# ---- block 1 ----
==> block_1/congestion.png <==
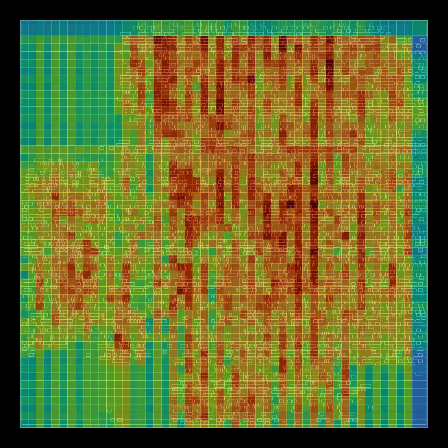
==> block_1/io_fan.png <==
The bar under the picture is 100 um long.
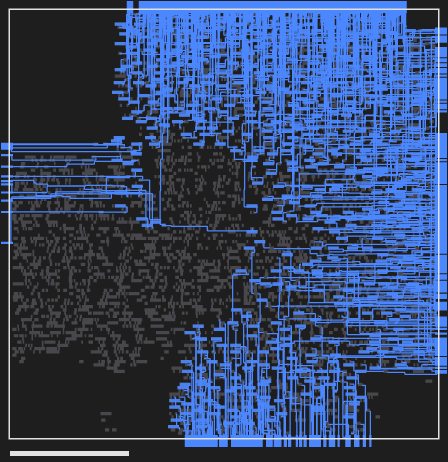
==> block_1/layer_met1.png <==
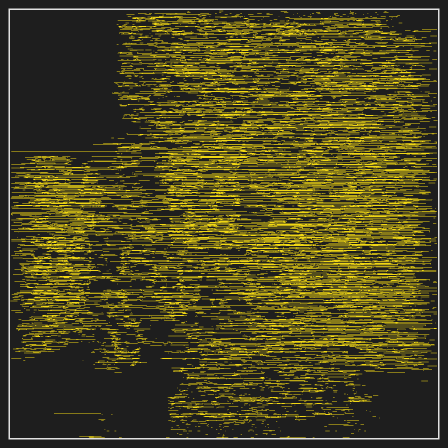
**config.mk**
```make
export PLATFORM = sky130hd
export DESIGN_NAME = cmac_axis_pkt_gen
export DESIGN_NICKNAME = d
export VERILOG_FILES = /design/src/rtl/cmac_axis_pkt_gen.sv
export SDC_FILE = /design/constraint.sdc
export NUM_CORES = 1
export LEC_CHECK = 0
export CAP_MARGIN = 20
export CELL_PAD_IN_SITES_DETAIL_PLACEMENT = 1
export CELL_PAD_IN_SITES_GLOBAL_PLACEMENT = 2
export CORE_UTILIZATION = 25
export DETAILED_ROUTE_END_ITERATION = 6
export PLACE_DENSITY = 0.64
export SYNTH_ARGS = -nofsm -noshare
export SYNTH_HDL_FRONTEND = slang
export SYNTH_SLANG_ARGS = --single-unit
```
**constraint.sdc**
```tcl
create_clock -name clk -period 6.7 [get_ports clk]
set_input_delay 1.005 -clock clk [delete_from_list [all_inputs] [get_ports clk]]
set_output_delay 1.005 -clock clk [all_outputs]
set_load 0.05 [all_outputs]
```
**src/rtl/cmac_axis_pkt_gen.sv**
```systemverilog
// Deterministic-pattern frame generator for the 512-bit CMAC AXI4-Stream TX port.
// Frame byte n carries (seq + n) mod 256; frames start only while RX is aligned.
module cmac_axis_pkt_gen #(
  parameter int GAP_CYCLES = 2,
  parameter int MIN_LEN    = 64,
  parameter int MAX_LEN    = 9600
) (
  input  logic         clk,
  input  logic         sys_reset_n,
  input  logic         start,
  input  logic         send_continuous,
  input  logic         stat_rx_aligned,
  input  logic [15:0]  num_pkts,
  input  logic [13:0]  pkt_len,
  input  logic         tx_axis_tready,
  output logic         tx_axis_tvalid,
  output logic [511:0] tx_axis_tdata,
  output logic [63:0]  tx_axis_tkeep,
  output logic         tx_axis_tlast,
  output logic         tx_busy,
  output logic         tx_done,
  output logic [31:0]  pkts_sent
);
  typedef enum logic [2:0] {IDLE, WAIT_ALIGN, SEND, GAP, DONE} state_t;
  state_t state_reg, state_next;

  logic [1:0]   rst_sync_reg;
  logic [15:0]  num_pkts_reg;
  logic         cont_reg;
  logic [7:0]   num_beats_reg;
  logic [5:0]   len_rem_reg;
  logic [7:0]   seq_reg;
  logic [7:0]   beat_idx_reg;
  logic [15:0]  gap_cnt_reg;

  logic [13:0]  len_clamped;
  logic         xfer, last_xfer, do_start, load_beat, frame_more;
  logic [31:0]  pkts_inc, pkts_chk;
  logic [7:0]   next_idx, next_base;
  logic         next_last;
  logic [63:0]  next_keep;
  logic [511:0] next_data;

  always_comb begin
    len_clamped = pkt_len;
    if (pkt_len < 14'(MIN_LEN))
      len_clamped = 14'(MIN_LEN);
    else if (pkt_len > 14'(MAX_LEN))
      len_clamped = 14'(MAX_LEN);
  end

  // start is honoured only once reset release has crossed both sync stages
  assign do_start  = start && rst_sync_reg[1] && (state_reg == IDLE || state_reg == DONE);
  assign xfer      = tx_axis_tvalid && tx_axis_tready;
  assign last_xfer = xfer && tx_axis_tlast;
  assign pkts_inc  = (pkts_sent == 32'hFFFF_FFFF) ? pkts_sent : pkts_sent + 32'd1;

  always_comb begin
    state_next = state_reg;
    load_beat  = 1'b0;
    // leaving SEND directly must see the count including the frame just finished
    pkts_chk   = (state_reg == SEND) ? pkts_inc : pkts_sent;
    frame_more = cont_reg ? send_continuous : (pkts_chk != {16'd0, num_pkts_reg});
    case (state_reg)
      IDLE, DONE: if (do_start) state_next = WAIT_ALIGN;
      WAIT_ALIGN: begin
        if (!cont_reg && num_pkts_reg == 16'd0) begin
          state_next = DONE;
        end else if (stat_rx_aligned) begin
          state_next = SEND;
          load_beat  = 1'b1;
        end
      end
      SEND: begin
        if (last_xfer) begin
          if (GAP_CYCLES == 0) state_next = frame_more ? WAIT_ALIGN : DONE;
          else                 state_next = GAP;
        end else if (xfer) begin
          load_beat = 1'b1;
        end
      end
      GAP: if (gap_cnt_reg == 16'(GAP_CYCLES - 1)) state_next = frame_more ? WAIT_ALIGN : DONE;
      default: state_next = IDLE;
    endcase
  end

  // Beat about to be presented: first beat from WAIT_ALIGN, successor while in SEND
  assign next_idx  = (state_reg == SEND) ? beat_idx_reg + 8'd1 : 8'd0;
  assign next_last = (next_idx == num_beats_reg - 8'd1);
  assign next_keep = !next_last ? '1 :
                     (len_rem_reg == 6'd0) ? '1 : (64'd1 << len_rem_reg) - 64'd1;
  assign next_base = seq_reg + {next_idx[1:0], 6'd0};

  generate
    for (genvar gi = 0; gi < 64; gi++) begin : g_byte
      assign next_data[8*gi +: 8] = next_keep[gi] ? next_base + 8'(gi) : 8'd0;
    end
  endgenerate

  always_ff @(posedge clk or negedge sys_reset_n) begin
    if (!sys_reset_n) rst_sync_reg <= 2'b00;
    else              rst_sync_reg <= {rst_sync_reg[0], 1'b1};
  end

  always_ff @(posedge clk or negedge sys_reset_n) begin
    if (!sys_reset_n) state_reg <= IDLE;
    else              state_reg <= state_next;
  end

  always_ff @(posedge clk or negedge sys_reset_n) begin
    if (!sys_reset_n) begin
      num_pkts_reg   <= '0;
      cont_reg       <= 1'b0;
      num_beats_reg  <= '0;
      len_rem_reg    <= '0;
      seq_reg        <= '0;
      beat_idx_reg   <= '0;
      gap_cnt_reg    <= '0;
      pkts_sent      <= '0;
      tx_axis_tvalid <= 1'b0;
      tx_axis_tdata  <= '0;
      tx_axis_tkeep  <= '0;
      tx_axis_tlast  <= 1'b0;
      tx_busy        <= 1'b0;
      tx_done        <= 1'b0;
    end else begin
      tx_busy     <= (state_next == WAIT_ALIGN) || (state_next == SEND) || (state_next == GAP);
      tx_done     <= (state_next == DONE);
      gap_cnt_reg <= (state_reg == GAP) ? gap_cnt_reg + 16'd1 : 16'd0;
      if (do_start) begin
        num_pkts_reg  <= num_pkts;
        cont_reg      <= send_continuous;
        num_beats_reg <= 8'((len_clamped + 14'd63) >> 6);
        len_rem_reg   <= len_clamped[5:0];
        seq_reg       <= '0;
        pkts_sent     <= '0;
      end
      if (load_beat) begin
        tx_axis_tvalid <= 1'b1;
        tx_axis_tdata  <= next_data;
        tx_axis_tkeep  <= next_keep;
        tx_axis_tlast  <= next_last;
        beat_idx_reg   <= next_idx;
      end else if (last_xfer) begin
        tx_axis_tvalid <= 1'b0;
        tx_axis_tdata  <= '0;
        tx_axis_tkeep  <= '0;
        tx_axis_tlast  <= 1'b0;
        pkts_sent      <= pkts_inc;
        seq_reg        <= seq_reg + 8'd1;
      end
    end
  end
endmodule

```
==> ci_impl_report.md <==
### Yosys + OpenROAD results

| Metric | Value |
|---|---|
| Drc violations | 0 |
| Worst R2R Path Depth | 10 |
| Type of the worst setup path | register to register |
| Post-synth cell types | between 80 and 90 |
| Post_cts resized | 0 |
| Worst endpoint required time | roughly 7300 ps |
| Antenna violations before repair | 16 |
| Number of placed instances, taps included | ~5,300 |
| Total tool warning count | approximately 52 |
| Standard-cell row count | about 130 |
| Result of the run | finished clean |
| Residual overflow from global routing | 0 |
| Global routing usage on met1 | ~34% |
| TritonCTS Buffers | between 80 and 90 |
| Total non-filler cell area in the finished layout | 43,100 um^2 |
| Place WS | just over 2000 ps |
| Number of global-route vias before repair | between 20,000 and 30,000 |
| Net switching power figure | 15.6 mW |
| Synthesized netlist net count | ~3,200 |
| Fraction of power consumed by the clock network | between 10% and 20% |
| Worst Setup SP | state_reg[2] |
| Core Box Area | about 130,000 um^2 |
| Category of cells accounting for the largest share of critical-path delay | simple AND/OR/NAND/NOR gates |
| Wire length on met2 | approximately 85 mm |
| Synthesized netlist cell count | about 3,200 |
## Picture notes: block_1/congestion.png
utilization after layout: 34.2%
most utilized layer in the global route result: met2
met3 global-route usage: 4.50%

## Picture notes: block_1/io_fan.png
- tx_axis_tdata: blue (direction output; edge 237 top, 167 right, 95 bottom, 13 left; end cells 512; buffers 512; wire 41.7 mm)
count of port buffers added during placement: 647
I/O pin cnt: 648

## Picture notes: block_1/layer_met1.png
- longest straight run: 119 um
- main direction: horizontal
- wire length on this layer: 73.2 mm
- share of all routed wire: 42%

## cell type report
class	count	area [um^2]	area share (%)
Timing Repair Buffer	721	7160	16.6
Multi-Input combinational cell	2209	13800	32.0
Antenna cell	1	2.50	0.00581
Clock buffer	125	2540	5.89
Sequential cell	680	17000	39.5
Clock inverter	27	430	0.998
Inverter	30	113	0.261
Tap cell	1650	2060	4.79
## cell usage in the layout (no fill, tap or decap), drive strengths merged, types with 25 or more instances in the layout
master         count
dfrtp            680
clkdlybuf4s50    646
nand2            456
o21ai            264
a22o             204
nor2             187
a21oi            170
xnor2            156
clkbuf           125
a32o             116
nand3            109
xor2              80
buf               75
nor3              50
o31ai             34
inv               32
a31oi             30
ha                28
nor4              26
nand4             25
## power groups by stage
stage	sequential, mW	combinational (mW)	clock (mW)
after floorplan	11.7	5.55	0
after global placement	7.14	17.3	0
after detailed placement	7.17	17.3	0
after CTS	7.10	17.4	5.01
after global routing	7.28	18.1	5.16
final	7.12	17.3	4.91
## worst register-to-register path: cells and delay by family, from the launching register on
family,cells,cell delay [ps]
flip-flops,1,460
adder cells (fa/ha/maj),2,1630
XOR/XNOR,1,150
AND-OR/OR-AND,2,410
AND/OR/NAND/NOR,5,1960

# ---- block 2 ----
===== src/rtl/lcd_driver.sv =====
// HD44780-style bus sequencer driven by the LSU io_lcd word: one bus write per flip of the toggle bit.
// Optional power-up init sequence (0x38, 0x0C, 0x01, 0x06) is compiled in with `define LCD_INIT_EN.
module lcd_driver #(
  parameter int unsigned T_SETUP_CYC   = 4,
  parameter int unsigned T_EN_CYC      = 24,
  parameter int unsigned T_HOLD_CYC    = 4,
  parameter int unsigned T_EXEC_CYC    = 2000,
  parameter int unsigned T_CLEAR_CYC   = 82000,
  parameter int unsigned T_POWERUP_CYC = 750000
) (
  input  logic        clk_i,
  input  logic        rst_ni,
  input  logic [31:0] lcd_reg_i,
  output logic        lcd_on_o,
  output logic        lcd_rs_o,
  output logic        lcd_rw_o,
  output logic        lcd_en_o,
  output logic [7:0]  lcd_data_o,
  output logic        lcd_busy_o
);

  localparam int unsigned CNT_MAX = (T_CLEAR_CYC > T_POWERUP_CYC) ? T_CLEAR_CYC : T_POWERUP_CYC;
  localparam int unsigned CW      = $clog2(CNT_MAX + 1);

  // Each state lasts (load + 1) cycles, so every reload value is the duration minus one.
  localparam logic [CW-1:0] LD_SETUP   = CW'(T_SETUP_CYC - 1);
  localparam logic [CW-1:0] LD_EN      = CW'(T_EN_CYC - 1);
  localparam logic [CW-1:0] LD_HOLD    = CW'(T_HOLD_CYC - 1);
  localparam logic [CW-1:0] LD_EXEC    = CW'(T_EXEC_CYC - 1);
  localparam logic [CW-1:0] LD_CLEAR   = CW'(T_CLEAR_CYC - 1);
  localparam logic [CW-1:0] LD_POWERUP = CW'(T_POWERUP_CYC - 1);

  typedef enum logic [2:0] {
    S_IDLE, S_SETUP, S_PULSE, S_HOLD, S_WAIT, S_BOOT, S_PWRUP
  } state_t;

  state_t        state_reg;
  logic [CW-1:0] cnt_reg;
  logic          last_toggle_reg;
  logic          rs_reg;
  logic [7:0]    data_reg;
  logic          en_reg;
  logic          busy_reg;
  logic          on_reg;
  logic          long_wait;

  // Clear and home need the long execution wait; everything else the short one.
  assign long_wait = ~rs_reg & ((data_reg == 8'h01) | (data_reg == 8'h02));

`ifdef LCD_INIT_EN
  localparam state_t RESET_STATE = S_BOOT;
  logic [2:0] init_idx_reg;
  logic [7:0] init_cmd;
  logic       init_more;

  always_comb begin
    case (init_idx_reg)
      3'd0:    init_cmd = 8'h38;
      3'd1:    init_cmd = 8'h0C;
      3'd2:    init_cmd = 8'h01;
      default: init_cmd = 8'h06;
    endcase
  end
  assign init_more = (init_idx_reg < 3'd4);
`else
  localparam state_t RESET_STATE = S_IDLE;
`endif

  always_ff @(posedge clk_i or negedge rst_ni) begin
    if (!rst_ni) begin
      state_reg       <= RESET_STATE;
      cnt_reg         <= '0;
      last_toggle_reg <= 1'b0;
      rs_reg          <= 1'b0;
      data_reg        <= 8'h00;
      en_reg          <= 1'b0;
      busy_reg        <= 1'b0;
      on_reg          <= 1'b0;
`ifdef LCD_INIT_EN
      init_idx_reg    <= 3'd0;
`endif
    end else begin
      on_reg <= lcd_reg_i[31];
      case (state_reg)
        S_IDLE: begin
          if (lcd_reg_i[10] != last_toggle_reg) begin
            last_toggle_reg <= lcd_reg_i[10];
            rs_reg          <= lcd_reg_i[9];
            data_reg        <= lcd_reg_i[7:0];
            state_reg       <= S_SETUP;
            cnt_reg         <= LD_SETUP;
            busy_reg        <= 1'b1;
          end
        end
        S_SETUP: begin
          if (cnt_reg == '0) begin
            state_reg <= S_PULSE;
            cnt_reg   <= LD_EN;
            en_reg    <= 1'b1;
          end else begin
            cnt_reg <= cnt_reg - CW'(1);
          end
        end
        S_PULSE: begin
          if (cnt_reg == '0) begin
            state_reg <= S_HOLD;
            cnt_reg   <= LD_HOLD;
            en_reg    <= 1'b0;
          end else begin
            cnt_reg <= cnt_reg - CW'(1);
          end
        end
        S_HOLD: begin
          if (cnt_reg == '0) begin
            state_reg <= S_WAIT;
            cnt_reg   <= long_wait ? LD_CLEAR : LD_EXEC;
          end else begin
            cnt_reg <= cnt_reg - CW'(1);
          end
        end
        S_WAIT: begin
          if (cnt_reg == '0) begin
`ifdef LCD_INIT_EN
            // Init commands chain back-to-back so busy never drops mid-sequence.
            if (init_more) begin
              rs_reg       <= 1'b0;
              data_reg     <= init_cmd;
              init_idx_reg <= init_idx_reg + 3'd1;
              state_reg    <= S_SETUP;
              cnt_reg      <= LD_SETUP;
            end else begin
              state_reg <= S_IDLE;
              busy_reg  <= 1'b0;
            end
`else
            state_reg <= S_IDLE;
            busy_reg  <= 1'b0;
`endif
          end else begin
            cnt_reg <= cnt_reg - CW'(1);
          end
        end
`ifdef LCD_INIT_EN
        S_BOOT: begin
          state_reg <= S_PWRUP;
          cnt_reg   <= LD_POWERUP;
          busy_reg  <= 1'b1;
        end
        S_PWRUP: begin
          if (cnt_reg == '0) begin
            rs_reg       <= 1'b0;
            data_reg     <= init_cmd;
            init_idx_reg <= init_idx_reg + 3'd1;
            state_reg    <= S_SETUP;
            cnt_reg      <= LD_SETUP;
          end else begin
            cnt_reg <= cnt_reg - CW'(1);
          end
        end
`endif
        default: begin
          state_reg <= S_IDLE;
          en_reg    <= 1'b0;
          busy_reg  <= 1'b0;
        end
      endcase
    end
  end

  logic unused_bits;
  assign unused_bits = ^{lcd_reg_i[30:11], lcd_reg_i[8], LD_POWERUP};

  assign lcd_on_o   = on_reg;
  assign lcd_rs_o   = rs_reg;
  assign lcd_rw_o   = 1'b0;
  assign lcd_en_o   = en_reg;
  assign lcd_data_o = data_reg;
  assign lcd_busy_o = busy_reg;

endmodule


===== config.mk =====
export PLATFORM = sky130hd
export DESIGN_NAME = lcd_driver
export DESIGN_NICKNAME = d
export VERILOG_FILES = /design/src/rtl/lcd_driver.sv
export SDC_FILE = /design/constraint.sdc
export NUM_CORES = 1
export LEC_CHECK = 0
export CAP_MARGIN = 20
export CORE_UTILIZATION = 27
export DETAILED_ROUTE_END_ITERATION = 10
export GPL_TIMING_DRIVEN = 0
export PLACE_DENSITY = 0.49
export SYNTH_ARGS = -nofsm -noshare
export SYNTH_HDL_FRONTEND = slang
export SYNTH_SLANG_ARGS = --single-unit

===== constraint.sdc =====
create_clock -name clk_i -period 2.6 [get_ports clk_i]
set_input_delay 0.52 -clock clk_i [delete_from_list [all_inputs] [get_ports clk_i]]
set_output_delay 0.52 -clock clk_i [all_outputs]
set_load 0.1 [all_outputs]

==> block_2/layer_met1.png <==
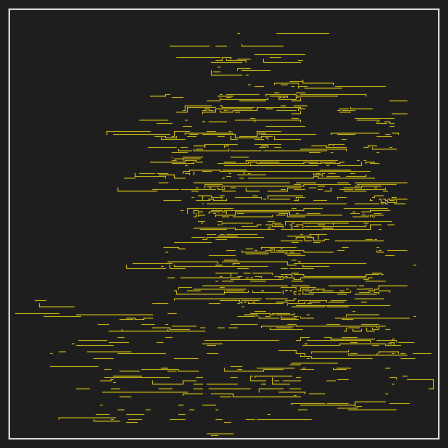
- main direction: horizontal
- wire length on this layer: 2,750 um
- nets with wire on the layer: 255
- share of all routed wire: 48%
global routing usage on met1: 19.5%
final WL: 5.70 mm

==> ci_impl_report.md <==
### Yosys + OpenROAD results

| Metric | Value |
|---|---|
| Area enclosed by the die boundary | 8180 um^2 |
| Antenna violations before repair | 0 |
| Peak supply drop | around 0.19 mV |
| Utilization after layout | ~36% |
| Global Route Usage Sum | ~14% |
| Area share of fa/ha/maj cells after synthesis | under 10% |
| Power density normalized to cell area | between 400 and 500 nW/um^2 |
| Actual slew at the worst max-slew pin | around 970 ps |
| Synthesis area per yosys | 2110 um^2 |
| Post-synth ARST share | 100% |
| Maximum clock insertion buffer count | 2 |
| Place WS | -316 ps |
| Hold violation count in the final report | 0 |
| Fraction of power consumed by the clock network | 45.7% |
| Result of the run | finished clean |
| Fin crit share | between 90 and 100% |
| Worst path max stage delay | just over 600 ps |
| Final net count | between 200 and 300 |
| Max frequency | just under 400 MHz |
| Count of port buffers added during placement | 24 |
| Most used cells in the layout excluding fill and tap cells | sky130_fd_sc_hd__dfrtp_1 (36), sky130_fd_sc_hd__nor2_1 (28), sky130_fd_sc_hd__clkdlybuf4s50_1 (23) |
| Initial Util | 28.5% |
| Final Worst Setup Slack | just over 70 ps |
| I/O pin cnt | 47 |
| Layout filler cell count | 776 |
| Number of antenna-violating nets in the routed design | 0 |
| Cell occurring most often along the worst timing path | sky130_fd_sc_hd__or4_4 |
==> worst max-delay path: cells and delay by family (launching register included) <==
family                 cells  cell delay, ps
and+or+nand+nor            3            1240
AOI/OAI and AO/OA          3             510
DFF                        1             450
buffers and inverters      1             190
==> synth_stat cells, drive strengths merged, types with 2 or more instances <==
cell	number
clkbuf	4
xnor2	9
or4	4
a31oi	2
and3	4
nor2	30
a21oi	11
and2	3
mux2	10
o32ai	2
xor2	4
o21ai	17
a22oi	2
nor3	6
buf	5
nor4	5
a221oi	3
nand3b	4
a211oi	2
o211ai	5
nand4	3
a211o	2
ha	2
nor2b	4
a2111oi	2
nand2	8
or3	5
dfrtp	36
inv	7
nand2b	2
a21boi	2
nand3	9
==> routing by layer <==
layer  track usage, %  routed length, um  up-vias
li1                 -                  -      895
met1             19.5               2750      929
met2             23.0               2720       35
met3             2.95                163        6
met4             5.11                 72        0
met5                0                  0        -
==> layout make-up <==
type,count,area [um^2],share of cell area (%)
clock inverter,3,42.5,1.58
buffer,8,37.5,1.39
inverter,7,26.3,0.975
timing repair buffer,29,273,10.1
multi-input combinational,172,1220,45.3
clock buffer,5,68.8,2.55
sequential,36,901,33.4
tap,99,124,4.60

# ---- block 3 ----
==> src/rtl/video_timing_gen.sv <==
// Video timing generator: raster counters, registered DE/HS/VS, pixel coords, frame/line pulses.
// Ports: clk, rst_n, en; valid, HS, VS, pixel_x, pixel_y, frame_start, line_start; rgb with VTG_TEST_PATTERN_EN.
module video_timing_gen #(
  parameter int CORD_WIDTH = 11,
  parameter int H_ACTIVE   = 1280,
  parameter int H_FP       = 48,
  parameter int H_SYNC     = 112,
  parameter int H_BP       = 248,
  parameter int V_ACTIVE   = 1024,
  parameter int V_FP       = 1,
  parameter int V_SYNC     = 3,
  parameter int V_BP       = 38
) (
  input  logic                  clk,
  input  logic                  rst_n,
  input  logic                  en,
  output logic                  valid,
  output logic                  HS,
  output logic                  VS,
  output logic [CORD_WIDTH-1:0] pixel_x,
  output logic [CORD_WIDTH-1:0] pixel_y,
  output logic                  frame_start,
  output logic                  line_start
`ifdef VTG_TEST_PATTERN_EN
  ,
  output logic [23:0]           rgb
`endif
);

  localparam int H_TOTAL = H_ACTIVE + H_FP + H_SYNC + H_BP;
  localparam int V_TOTAL = V_ACTIVE + V_FP + V_SYNC + V_BP;

  localparam logic [CORD_WIDTH-1:0] HA     = CORD_WIDTH'(H_ACTIVE);
  localparam logic [CORD_WIDTH-1:0] H_LAST = CORD_WIDTH'(H_TOTAL - 1);
  localparam logic [CORD_WIDTH-1:0] HS_BEG = CORD_WIDTH'(H_ACTIVE + H_FP);
  localparam logic [CORD_WIDTH-1:0] HS_END = CORD_WIDTH'(H_ACTIVE + H_FP + H_SYNC);
  localparam logic [CORD_WIDTH-1:0] VA     = CORD_WIDTH'(V_ACTIVE);
  localparam logic [CORD_WIDTH-1:0] V_LAST = CORD_WIDTH'(V_TOTAL - 1);
  localparam logic [CORD_WIDTH-1:0] VS_BEG = CORD_WIDTH'(V_ACTIVE + V_FP);
  localparam logic [CORD_WIDTH-1:0] VS_END = CORD_WIDTH'(V_ACTIVE + V_FP + V_SYNC);

  typedef enum logic {
    S_IDLE,
    S_RUN
  } state_t;

  state_t state, state_n;

  logic [CORD_WIDTH-1:0] h_cnt, v_cnt;
  logic [CORD_WIDTH-1:0] h_n, v_n;
  logic act;
  logic valid_d;
  logic hs_win, vs_win;

  // The first enabled cycle only arms the raster; the counters sit at
  // (0,0) for that cycle so pixel (0,0) leaves on the following edge.
  always_comb begin
    state_n = state;
    h_n     = h_cnt;
    v_n     = v_cnt;
    act     = 1'b0;
    if (!en) begin
      state_n = S_IDLE;
      h_n     = '0;
      v_n     = '0;
    end else begin
      unique case (state)
        S_IDLE: state_n = S_RUN;
        S_RUN: begin
          act = 1'b1;
          if (h_cnt == H_LAST) begin
            h_n = '0;
            v_n = (v_cnt == V_LAST) ? '0 : v_cnt + 1'b1;
          end else begin
            h_n = h_cnt + 1'b1;
          end
        end
        default: state_n = S_IDLE;
      endcase
    end
  end

  assign valid_d = act && (h_cnt < HA) && (v_cnt < VA);
  assign hs_win  = (h_cnt >= HS_BEG) && (h_cnt < HS_END);
  assign vs_win  = (v_cnt >= VS_BEG) && (v_cnt < VS_END);

  always_ff @(posedge clk or negedge rst_n) begin
    if (!rst_n) begin
      state       <= S_IDLE;
      h_cnt       <= '0;
      v_cnt       <= '0;
      valid       <= 1'b0;
      HS          <= 1'b1;
      VS          <= 1'b1;
      pixel_x     <= '0;
      pixel_y     <= '0;
      frame_start <= 1'b0;
      line_start  <= 1'b0;
    end else begin
      state       <= state_n;
      h_cnt       <= h_n;
      v_cnt       <= v_n;
      valid       <= valid_d;
      HS          <= ~(act & hs_win);
      VS          <= ~(act & vs_win);
      frame_start <= act && (h_cnt == '0) && (v_cnt == '0);
      line_start  <= act && (h_cnt == '0) && (v_cnt < VA);
      if (valid_d) begin
        pixel_x <= h_cnt;
        pixel_y <= v_cnt;
      end
    end
  end

`ifdef VTG_TEST_PATTERN_EN
  localparam logic [CORD_WIDTH-1:0] BAR_W = CORD_WIDTH'(H_ACTIVE / 8);

  logic [CORD_WIDTH-1:0] bar_full;
  logic [23:0]           bar_rgb;

  assign bar_full = h_cnt / BAR_W;

  always_comb begin
    bar_rgb = 24'h000000;
    if (bar_full < CORD_WIDTH'(8)) begin
      case (bar_full[2:0])
        3'd0: bar_rgb = 24'hFFFFFF;
        3'd1: bar_rgb = 24'hFFFF00;
        3'd2: bar_rgb = 24'h00FFFF;
        3'd3: bar_rgb = 24'h00FF00;
        3'd4: bar_rgb = 24'hFF00FF;
        3'd5: bar_rgb = 24'hFF0000;
        3'd6: bar_rgb = 24'h0000FF;
        default: bar_rgb = 24'h000000;
      endcase
    end
  end

  always_ff @(posedge clk or negedge rst_n) begin
    if (!rst_n) begin
      rgb <= 24'h000000;
    end else begin
      rgb <= valid_d ? bar_rgb : 24'h000000;
    end
  end
`endif

endmodule

==> config.mk <==
export PLATFORM = sky130hd
export DESIGN_NAME = video_timing_gen
export DESIGN_NICKNAME = d
export VERILOG_FILES = /design/src/rtl/video_timing_gen.sv
export SDC_FILE = /design/constraint.sdc
export NUM_CORES = 1
export LEC_CHECK = 0
export ABC_AREA = 1
export CAP_MARGIN = 20
export CORE_ASPECT_RATIO = 0.6
export CORE_UTILIZATION = 45
export DETAILED_ROUTE_END_ITERATION = 6
export PLACE_DENSITY = 0.63
export SYNTH_ARGS = -nofsm -noshare
export SYNTH_HDL_FRONTEND = slang
export SYNTH_SLANG_ARGS = --single-unit
==> constraint.sdc <==
create_clock -name clk -period 1.75 [get_ports clk]
set_input_delay 0.175 -clock clk [delete_from_list [all_inputs] [get_ports clk]]
set_output_delay 0.175 -clock clk [all_outputs]
set_load 0.005 [all_outputs]
==> block_3/placement_by_type.png <==
Fill, decap, tap and diode cells in grey.
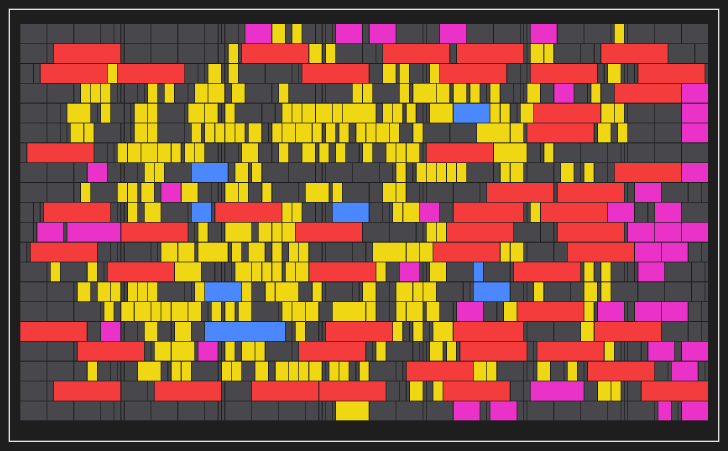
- other buffers and delay cells: magenta (cells 39; share of their area 13%)
- flops: red (cells 50; share of their area 43%)
- combinational and other logic: yellow (cells 242; share of their area 40%)
- clock drivers and dummy loads: blue (cells 8; share of their area 3.8%)

==> ci_impl_report.md <==
### Yosys + OpenROAD results

| Metric | Value |
|---|---|
| Category of cells accounting for the largest share of critical-path delay | simple AND/OR/NAND/NOR gates |
| Result of the run | finished clean |
| Drt pass-1 iters | 5 |
| Number of warnings printed during yosys synthesis | 0 |
| Cell taking the most area after synthesis | sky130_fd_sc_hd__dfrtp_1 |
| Type of the worst setup path | register to register |
| Cell Int Power | roughly 1.7 mW |
| Total routed wire length on the met1 layer | about 3.4 mm |
| Drc violations | 0 |
| Number of synthesized flops with an enable pin | 0 |
| Final critical path time including I/O delays and setup | 1580 ps |
| Total half-perimeter wirelength after legalization and detailed placement | 4.45 mm |
| Core Box Area | 5130 um^2 |
| Sum Neg Setup Slack | 0 ps |
| Flip-flop and latch count after synthesis | about 50 |
| Dominant comb cell | simple AND/OR/NAND/NOR gates |
| Post-synth cell types | 27 |
| Worst Skew | 6.28 ps |
| Number of antenna-violating nets in the routed design | 0 |
| I/O pin cnt | 30 |
| Power density normalized to cell area | 779 nW/um^2 |
| Width of the die | 97.0 um |
| Standard cell with the maximum stage delay on the critical path | sky130_fd_sc_hd__dfrtp_1 |
| Worst-case headroom to the max-slew limit | around 73% |
==> through the flow <==
step                setup slack [ps]  utilization, %  power (mW)  cells  instance area (um^2)
floorplan                        432               -        1.38    298                  2440
global placement                69.0            55.8        1.52    396                  2860
global route                    14.6            58.1        2.44    405                  2980
finish                           166            58.1        2.32    405                  2980
detailed placement              47.2            55.8        1.52    396                  2860
CTS                              166            58.1        2.34    405                  2980
==> power by group through the flow <==
stage | logic, mW | clock network, mW | registers (mW)
2_1_floorplan | 0.128 | 0 | 1.25
3_3_place_gp | 0.264 | 0 | 1.25
3_5_place_dp | 0.269 | 0 | 1.25
4_1_cts | 0.273 | 0.836 | 1.23
5_1_grt | 0.308 | 0.891 | 1.24
6_report | 0.271 | 0.819 | 1.23
==> cell type report <==
type	count	area (um^2)
clock buffer	6	72.6
sequential	50	1250
inverter	35	131
multi-input combinational	207	1020
fill	472	2150
tap	66	82.6
timing repair buffer	39	388
clock inverter	2	37.5
==> flip-flops by register name (all words and copies together), names as in the netlist <==
name,flops
VS,1
h_cnt,11
line_start,1
pixel_x,11
HS,1
pixel_y,11
v_cnt,11
frame_start,1
state,1
valid,1

# ---- block 4 ----
==> block_4/flops_by_reg.png <==
Other sequential cells in the stronger grey, the rest of the logic in the fainter grey.
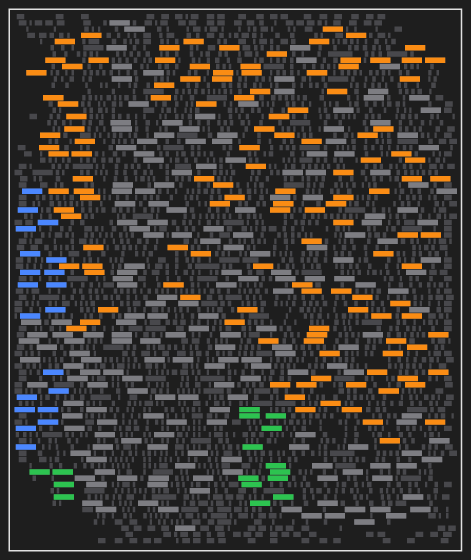
==> block_4/congestion.png <==
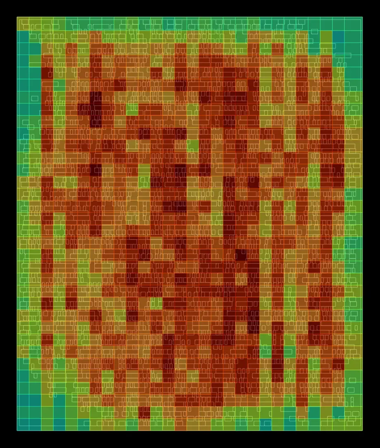
==> src/rtl/integer_rs.sv <==
// Integer reservation station: holds dispatched ALU instructions, wakes pending
// operands from the CDB, and issues the lowest-index ready entry each cycle.
module integer_rs #(
    parameter int unsigned DEPTH = 4
) (
    input  logic        CLK,
    input  logic        RESET,
    input  logic        FLUSH,
    input  logic        DISPATCH_VALID,
    output logic        DISPATCH_READY,
    input  logic [3:0]  DISPATCH_OPCODE,
    input  logic [4:0]  DISPATCH_SHFAMT,
    input  logic [4:0]  DISPATCH_TAG,
    input  logic [31:0] DISPATCH_OP1,
    input  logic [31:0] DISPATCH_OP2,
    input  logic        DISPATCH_OP1_VALID,
    input  logic        DISPATCH_OP2_VALID,
    input  logic [4:0]  DISPATCH_OP1_TAG,
    input  logic [4:0]  DISPATCH_OP2_TAG,
    input  logic        CDB_VALID,
    input  logic [4:0]  CDB_TAG,
    input  logic [31:0] CDB_DATA,
    output logic        ISSUE_VALID,
    input  logic        ISSUE_READY,
    output logic [3:0]  ISSUE_OPCODE,
    output logic [4:0]  ISSUE_SHFAMT,
    output logic [4:0]  ISSUE_TAG,
    output logic [31:0] ISSUE_OPERAND1,
    output logic [31:0] ISSUE_OPERAND2,
    output logic [2:0]  COUNT
);

    logic [DEPTH-1:0] busy, op1_valid, op2_valid;
    logic [3:0]       opcode  [DEPTH];
    logic [4:0]       shfamt  [DEPTH];
    logic [4:0]       tag     [DEPTH];
    logic [4:0]       op1_tag [DEPTH];
    logic [4:0]       op2_tag [DEPTH];
    logic [31:0]      op1_val [DEPTH];
    logic [31:0]      op2_val [DEPTH];

    logic [DEPTH-1:0] ready, free_onehot, sel_onehot;
    logic             any_free, any_ready;
    logic             dispatch_fire, issue_fire;
    logic             op1_bypass, op2_bypass;
    logic [2:0]       count;

    assign ready = busy & op1_valid & op2_valid;

    // Priority scan: first free slot for dispatch, first ready slot drives the issue port.
    always_comb begin
        free_onehot    = '0;
        sel_onehot     = '0;
        any_free       = 1'b0;
        any_ready      = 1'b0;
        ISSUE_OPCODE   = '0;
        ISSUE_SHFAMT   = '0;
        ISSUE_TAG      = '0;
        ISSUE_OPERAND1 = '0;
        ISSUE_OPERAND2 = '0;
        count          = '0;
        for (int unsigned i = 0; i < DEPTH; i++) begin
            count = count + 3'(busy[i]);
            if (!busy[i] && !any_free) begin
                any_free       = 1'b1;
                free_onehot[i] = 1'b1;
            end
            if (ready[i] && !any_ready) begin
                any_ready      = 1'b1;
                sel_onehot[i]  = 1'b1;
                ISSUE_OPCODE   = opcode[i];
                ISSUE_SHFAMT   = shfamt[i];
                ISSUE_TAG      = tag[i];
                ISSUE_OPERAND1 = op1_val[i];
                ISSUE_OPERAND2 = op2_val[i];
            end
        end
    end

    assign COUNT          = count;
    assign DISPATCH_READY = any_free && !RESET;
    assign ISSUE_VALID    = any_ready && !FLUSH;
    assign dispatch_fire  = DISPATCH_VALID && DISPATCH_READY && !FLUSH;
    assign issue_fire     = ISSUE_VALID && ISSUE_READY;
    assign op1_bypass     = !DISPATCH_OP1_VALID && CDB_VALID && (DISPATCH_OP1_TAG == CDB_TAG);
    assign op2_bypass     = !DISPATCH_OP2_VALID && CDB_VALID && (DISPATCH_OP2_TAG == CDB_TAG);

    always_ff @(posedge CLK or posedge RESET) begin
        if (RESET) begin
            busy      <= '0;
            op1_valid <= '0;
            op2_valid <= '0;
            for (int unsigned i = 0; i < DEPTH; i++) begin
                opcode[i]  <= '0;
                shfamt[i]  <= '0;
                tag[i]     <= '0;
                op1_tag[i] <= '0;
                op2_tag[i] <= '0;
                op1_val[i] <= '0;
                op2_val[i] <= '0;
            end
        end else if (FLUSH) begin
            busy <= '0;
        end else begin
            for (int unsigned i = 0; i < DEPTH; i++) begin
                if (dispatch_fire && free_onehot[i]) begin
                    busy[i]      <= 1'b1;
                    opcode[i]    <= DISPATCH_OPCODE;
                    shfamt[i]    <= DISPATCH_SHFAMT;
                    tag[i]       <= DISPATCH_TAG;
                    op1_tag[i]   <= DISPATCH_OP1_TAG;
                    op2_tag[i]   <= DISPATCH_OP2_TAG;
                    op1_valid[i] <= DISPATCH_OP1_VALID || op1_bypass;
                    op2_valid[i] <= DISPATCH_OP2_VALID || op2_bypass;
                    op1_val[i]   <= op1_bypass ? CDB_DATA : DISPATCH_OP1;
                    op2_val[i]   <= op2_bypass ? CDB_DATA : DISPATCH_OP2;
                end else begin
                    if (issue_fire && sel_onehot[i])
                        busy[i] <= 1'b0;
                    if (busy[i] && !op1_valid[i] && CDB_VALID && op1_tag[i] == CDB_TAG) begin
                        op1_valid[i] <= 1'b1;
                        op1_val[i]   <= CDB_DATA;
                    end
                    if (busy[i] && !op2_valid[i] && CDB_VALID && op2_tag[i] == CDB_TAG) begin
                        op2_valid[i] <= 1'b1;
                        op2_val[i]   <= CDB_DATA;
                    end
                end
            end
        end
    end

endmodule

==> config.mk <==
export PLATFORM = sky130hd
export DESIGN_NAME = integer_rs
export DESIGN_NICKNAME = d
export VERILOG_FILES = /design/src/rtl/integer_rs.sv
export SDC_FILE = /design/constraint.sdc
export NUM_CORES = 1
export LEC_CHECK = 0
export ABC_AREA = 1
export CAP_MARGIN = 20
export CELL_PAD_IN_SITES_DETAIL_PLACEMENT = 1
export CELL_PAD_IN_SITES_GLOBAL_PLACEMENT = 1
export CORE_ASPECT_RATIO = 1.2
export CORE_UTILIZATION = 45
export DETAILED_ROUTE_END_ITERATION = 10
export HOLD_SLACK_MARGIN = 0.12
export PLACE_DENSITY = 0.83
export SYNTH_ARGS = -nofsm -noshare
export SYNTH_HDL_FRONTEND = slang
export SYNTH_SLANG_ARGS = --single-unit
==> constraint.sdc <==
create_clock -name CLK -period 30.6 [get_ports CLK]
set_input_delay 4.59 -clock CLK [delete_from_list [all_inputs] [get_ports CLK]]
set_output_delay 4.59 -clock CLK [all_outputs]
set_load 0.02 [all_outputs]
==> ci_impl_report.md <==
### Yosys + OpenROAD results

| Metric | Value |
|---|---|
| Result of the run | finished clean |
| Hold crit path type | register to register |
| Slack of the worst reg-to-reg path | 26,790 ps |
| Sequential Power | a little under 0.6 mW |
| Clock tree sinks | between 300 and 400 |
| Most frequently placed logic cell in the final layout | sky130_fd_sc_hd__nand3_1 |
| Filler-free cell count of the finished design | 3,527 |
| Hold violation count in the final report | 0 |
| Xor/xnor share of the synthesized area | less than 1% |
| Worst-case headroom to the max-slew limit | about a fifth |
| Simple share | about 37% |
| DRC violation total after the first TritonRoute iteration | roughly 1,900 |
| Peak supply drop | 0.0384 mV |
| Non-Clock Buffer Count | about 250 |
| Area enclosed by the die boundary | between 40,000 and 50,000 um^2 |
| Count of clock buffers in the final design | about 59 |
| Critical Path End Type | output pin |
| DR vias/cell | between 6 and 7 |
| Post-synth ARST share | 100% |
| Comb area | between 9000 and 10,000 um^2 |
## Picture notes: block_4/flops_by_reg.png
- opcode: green (placed flops 16)
- tag: blue (placed flops 20; where left middle)
- op1_val: orange (placed flops 128)
- not coloured: 200

## Picture notes: block_4/congestion.png
met3 global-route usage: 7.13%
global routing usage on met1: 45.2%
Global Route Usage Sum: 38.6%
met2 track demand over resource in global routing: 65.3%
utilization after layout: 54.1%

-- worst max path at each step --
stage | cells past startpoint | to | slack [ps] | start
5_1_grt | 5 | DISPATCH_READY | 19160 | RESET
3_3_place_gp | 5 | DISPATCH_READY | 19270 | RESET
2_1_floorplan | 3 | DISPATCH_READY | 13340 | RESET
3_5_place_dp | 5 | DISPATCH_READY | 19270 | RESET
6_report | 5 | DISPATCH_READY | 19300 | RESET
4_1_cts | 5 | DISPATCH_READY | 19270 | RESET
-- state kept, by name (all words and copies together) (netlist names) --
signal and flops:
busy 4, op1_tag 20, op1_val 128, op1_valid 4
op2_tag 20, op2_val 128, op2_valid 4, opcode 16
shfamt 20, tag 20
-- layer usage --
metal / up-vias / global-route usage (%) / routed length [um]
li1: 9560 / - / -
met1: 11165 / 45.2 / 33000
met2: 1177 / 65.3 / 43100
met3: 378 / 7.13 / 7350
met4: 10 / 24.0 / 5690
met5: - / 0 / 64
-- critical path, stage by stage --
cell                              delay (ps)
sky130_fd_sc_hd__clkdlybuf4s50_1         500
sky130_fd_sc_hd__inv_8                   580
sky130_fd_sc_hd__o21ai_2                 130
sky130_fd_sc_hd__inv_2                   210
sky130_fd_sc_hd__clkdlybuf4s50_1         640


==> gallery <==
Clock distribution.
shot_01.png
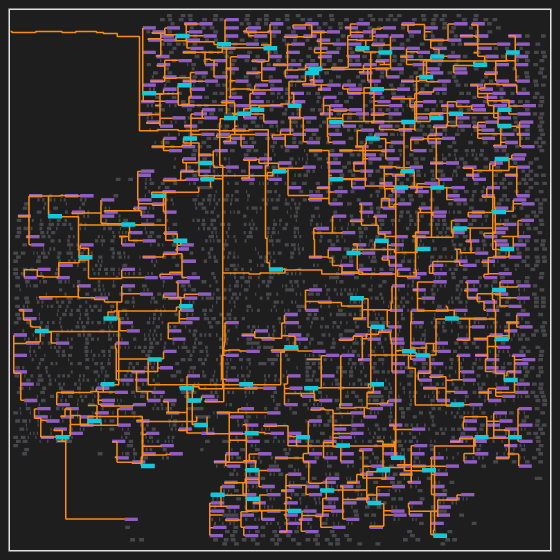
shot_02.png
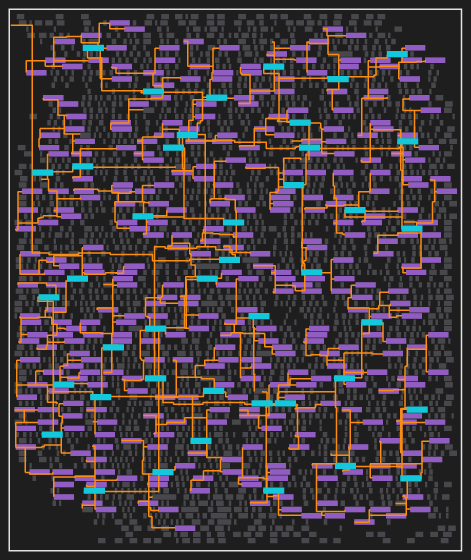
shot_03.png
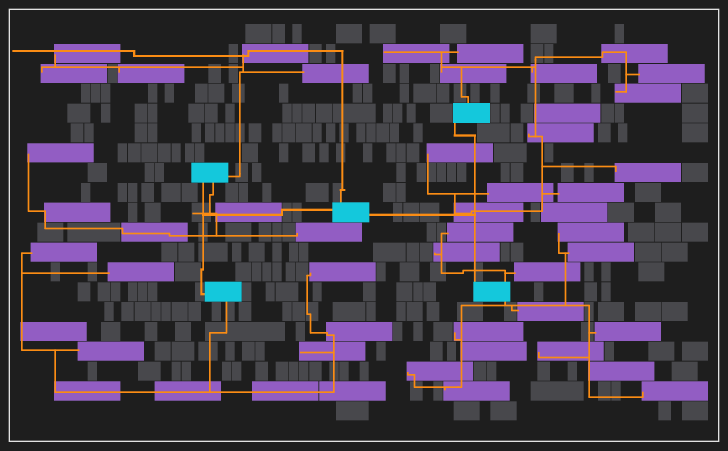
shot_04.png
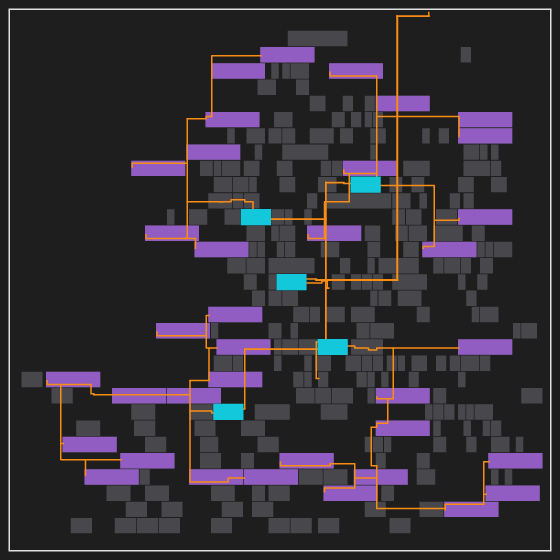
shot_03.png: block 3
shot_02.png: block 4
shot_04.png: block 2
shot_01.png: block 1
Of these, fewest sequential cells: shot_04.png


==> gallery <==
Nets reached from selected ports.
image #1
The bar under the picture is 20 um long.
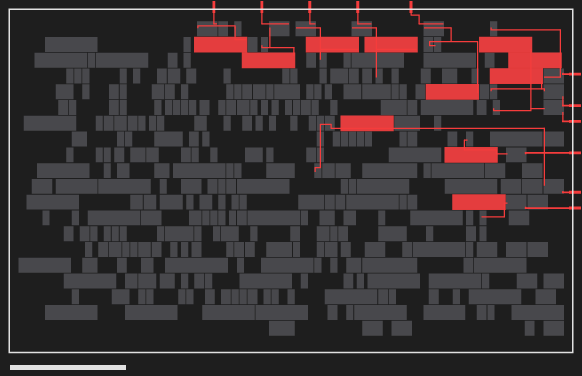
image #2
The bar under the picture is 20 um long.
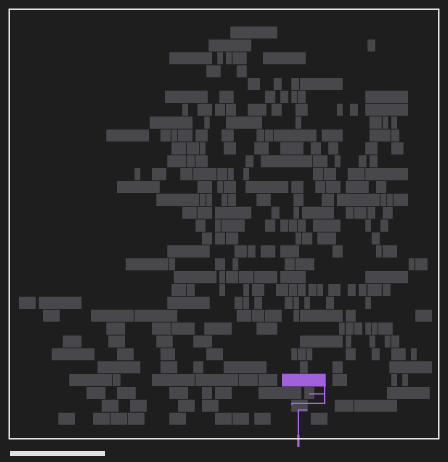
image #3
The bar under the picture is 50 um long.
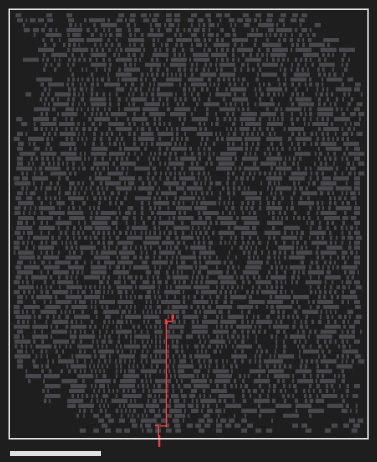
- block 3 = image #1
- block 2 = image #2
- block 4 = image #3
- largest die: image #3
- smallest die: image #1

Key to image #2:
- lcd_busy_o: purple (direction output; edge bottom; end cells 1; buffers 1; wire 22.0 um)

No activity file was given, so power comes from the tool's default toggle rates.
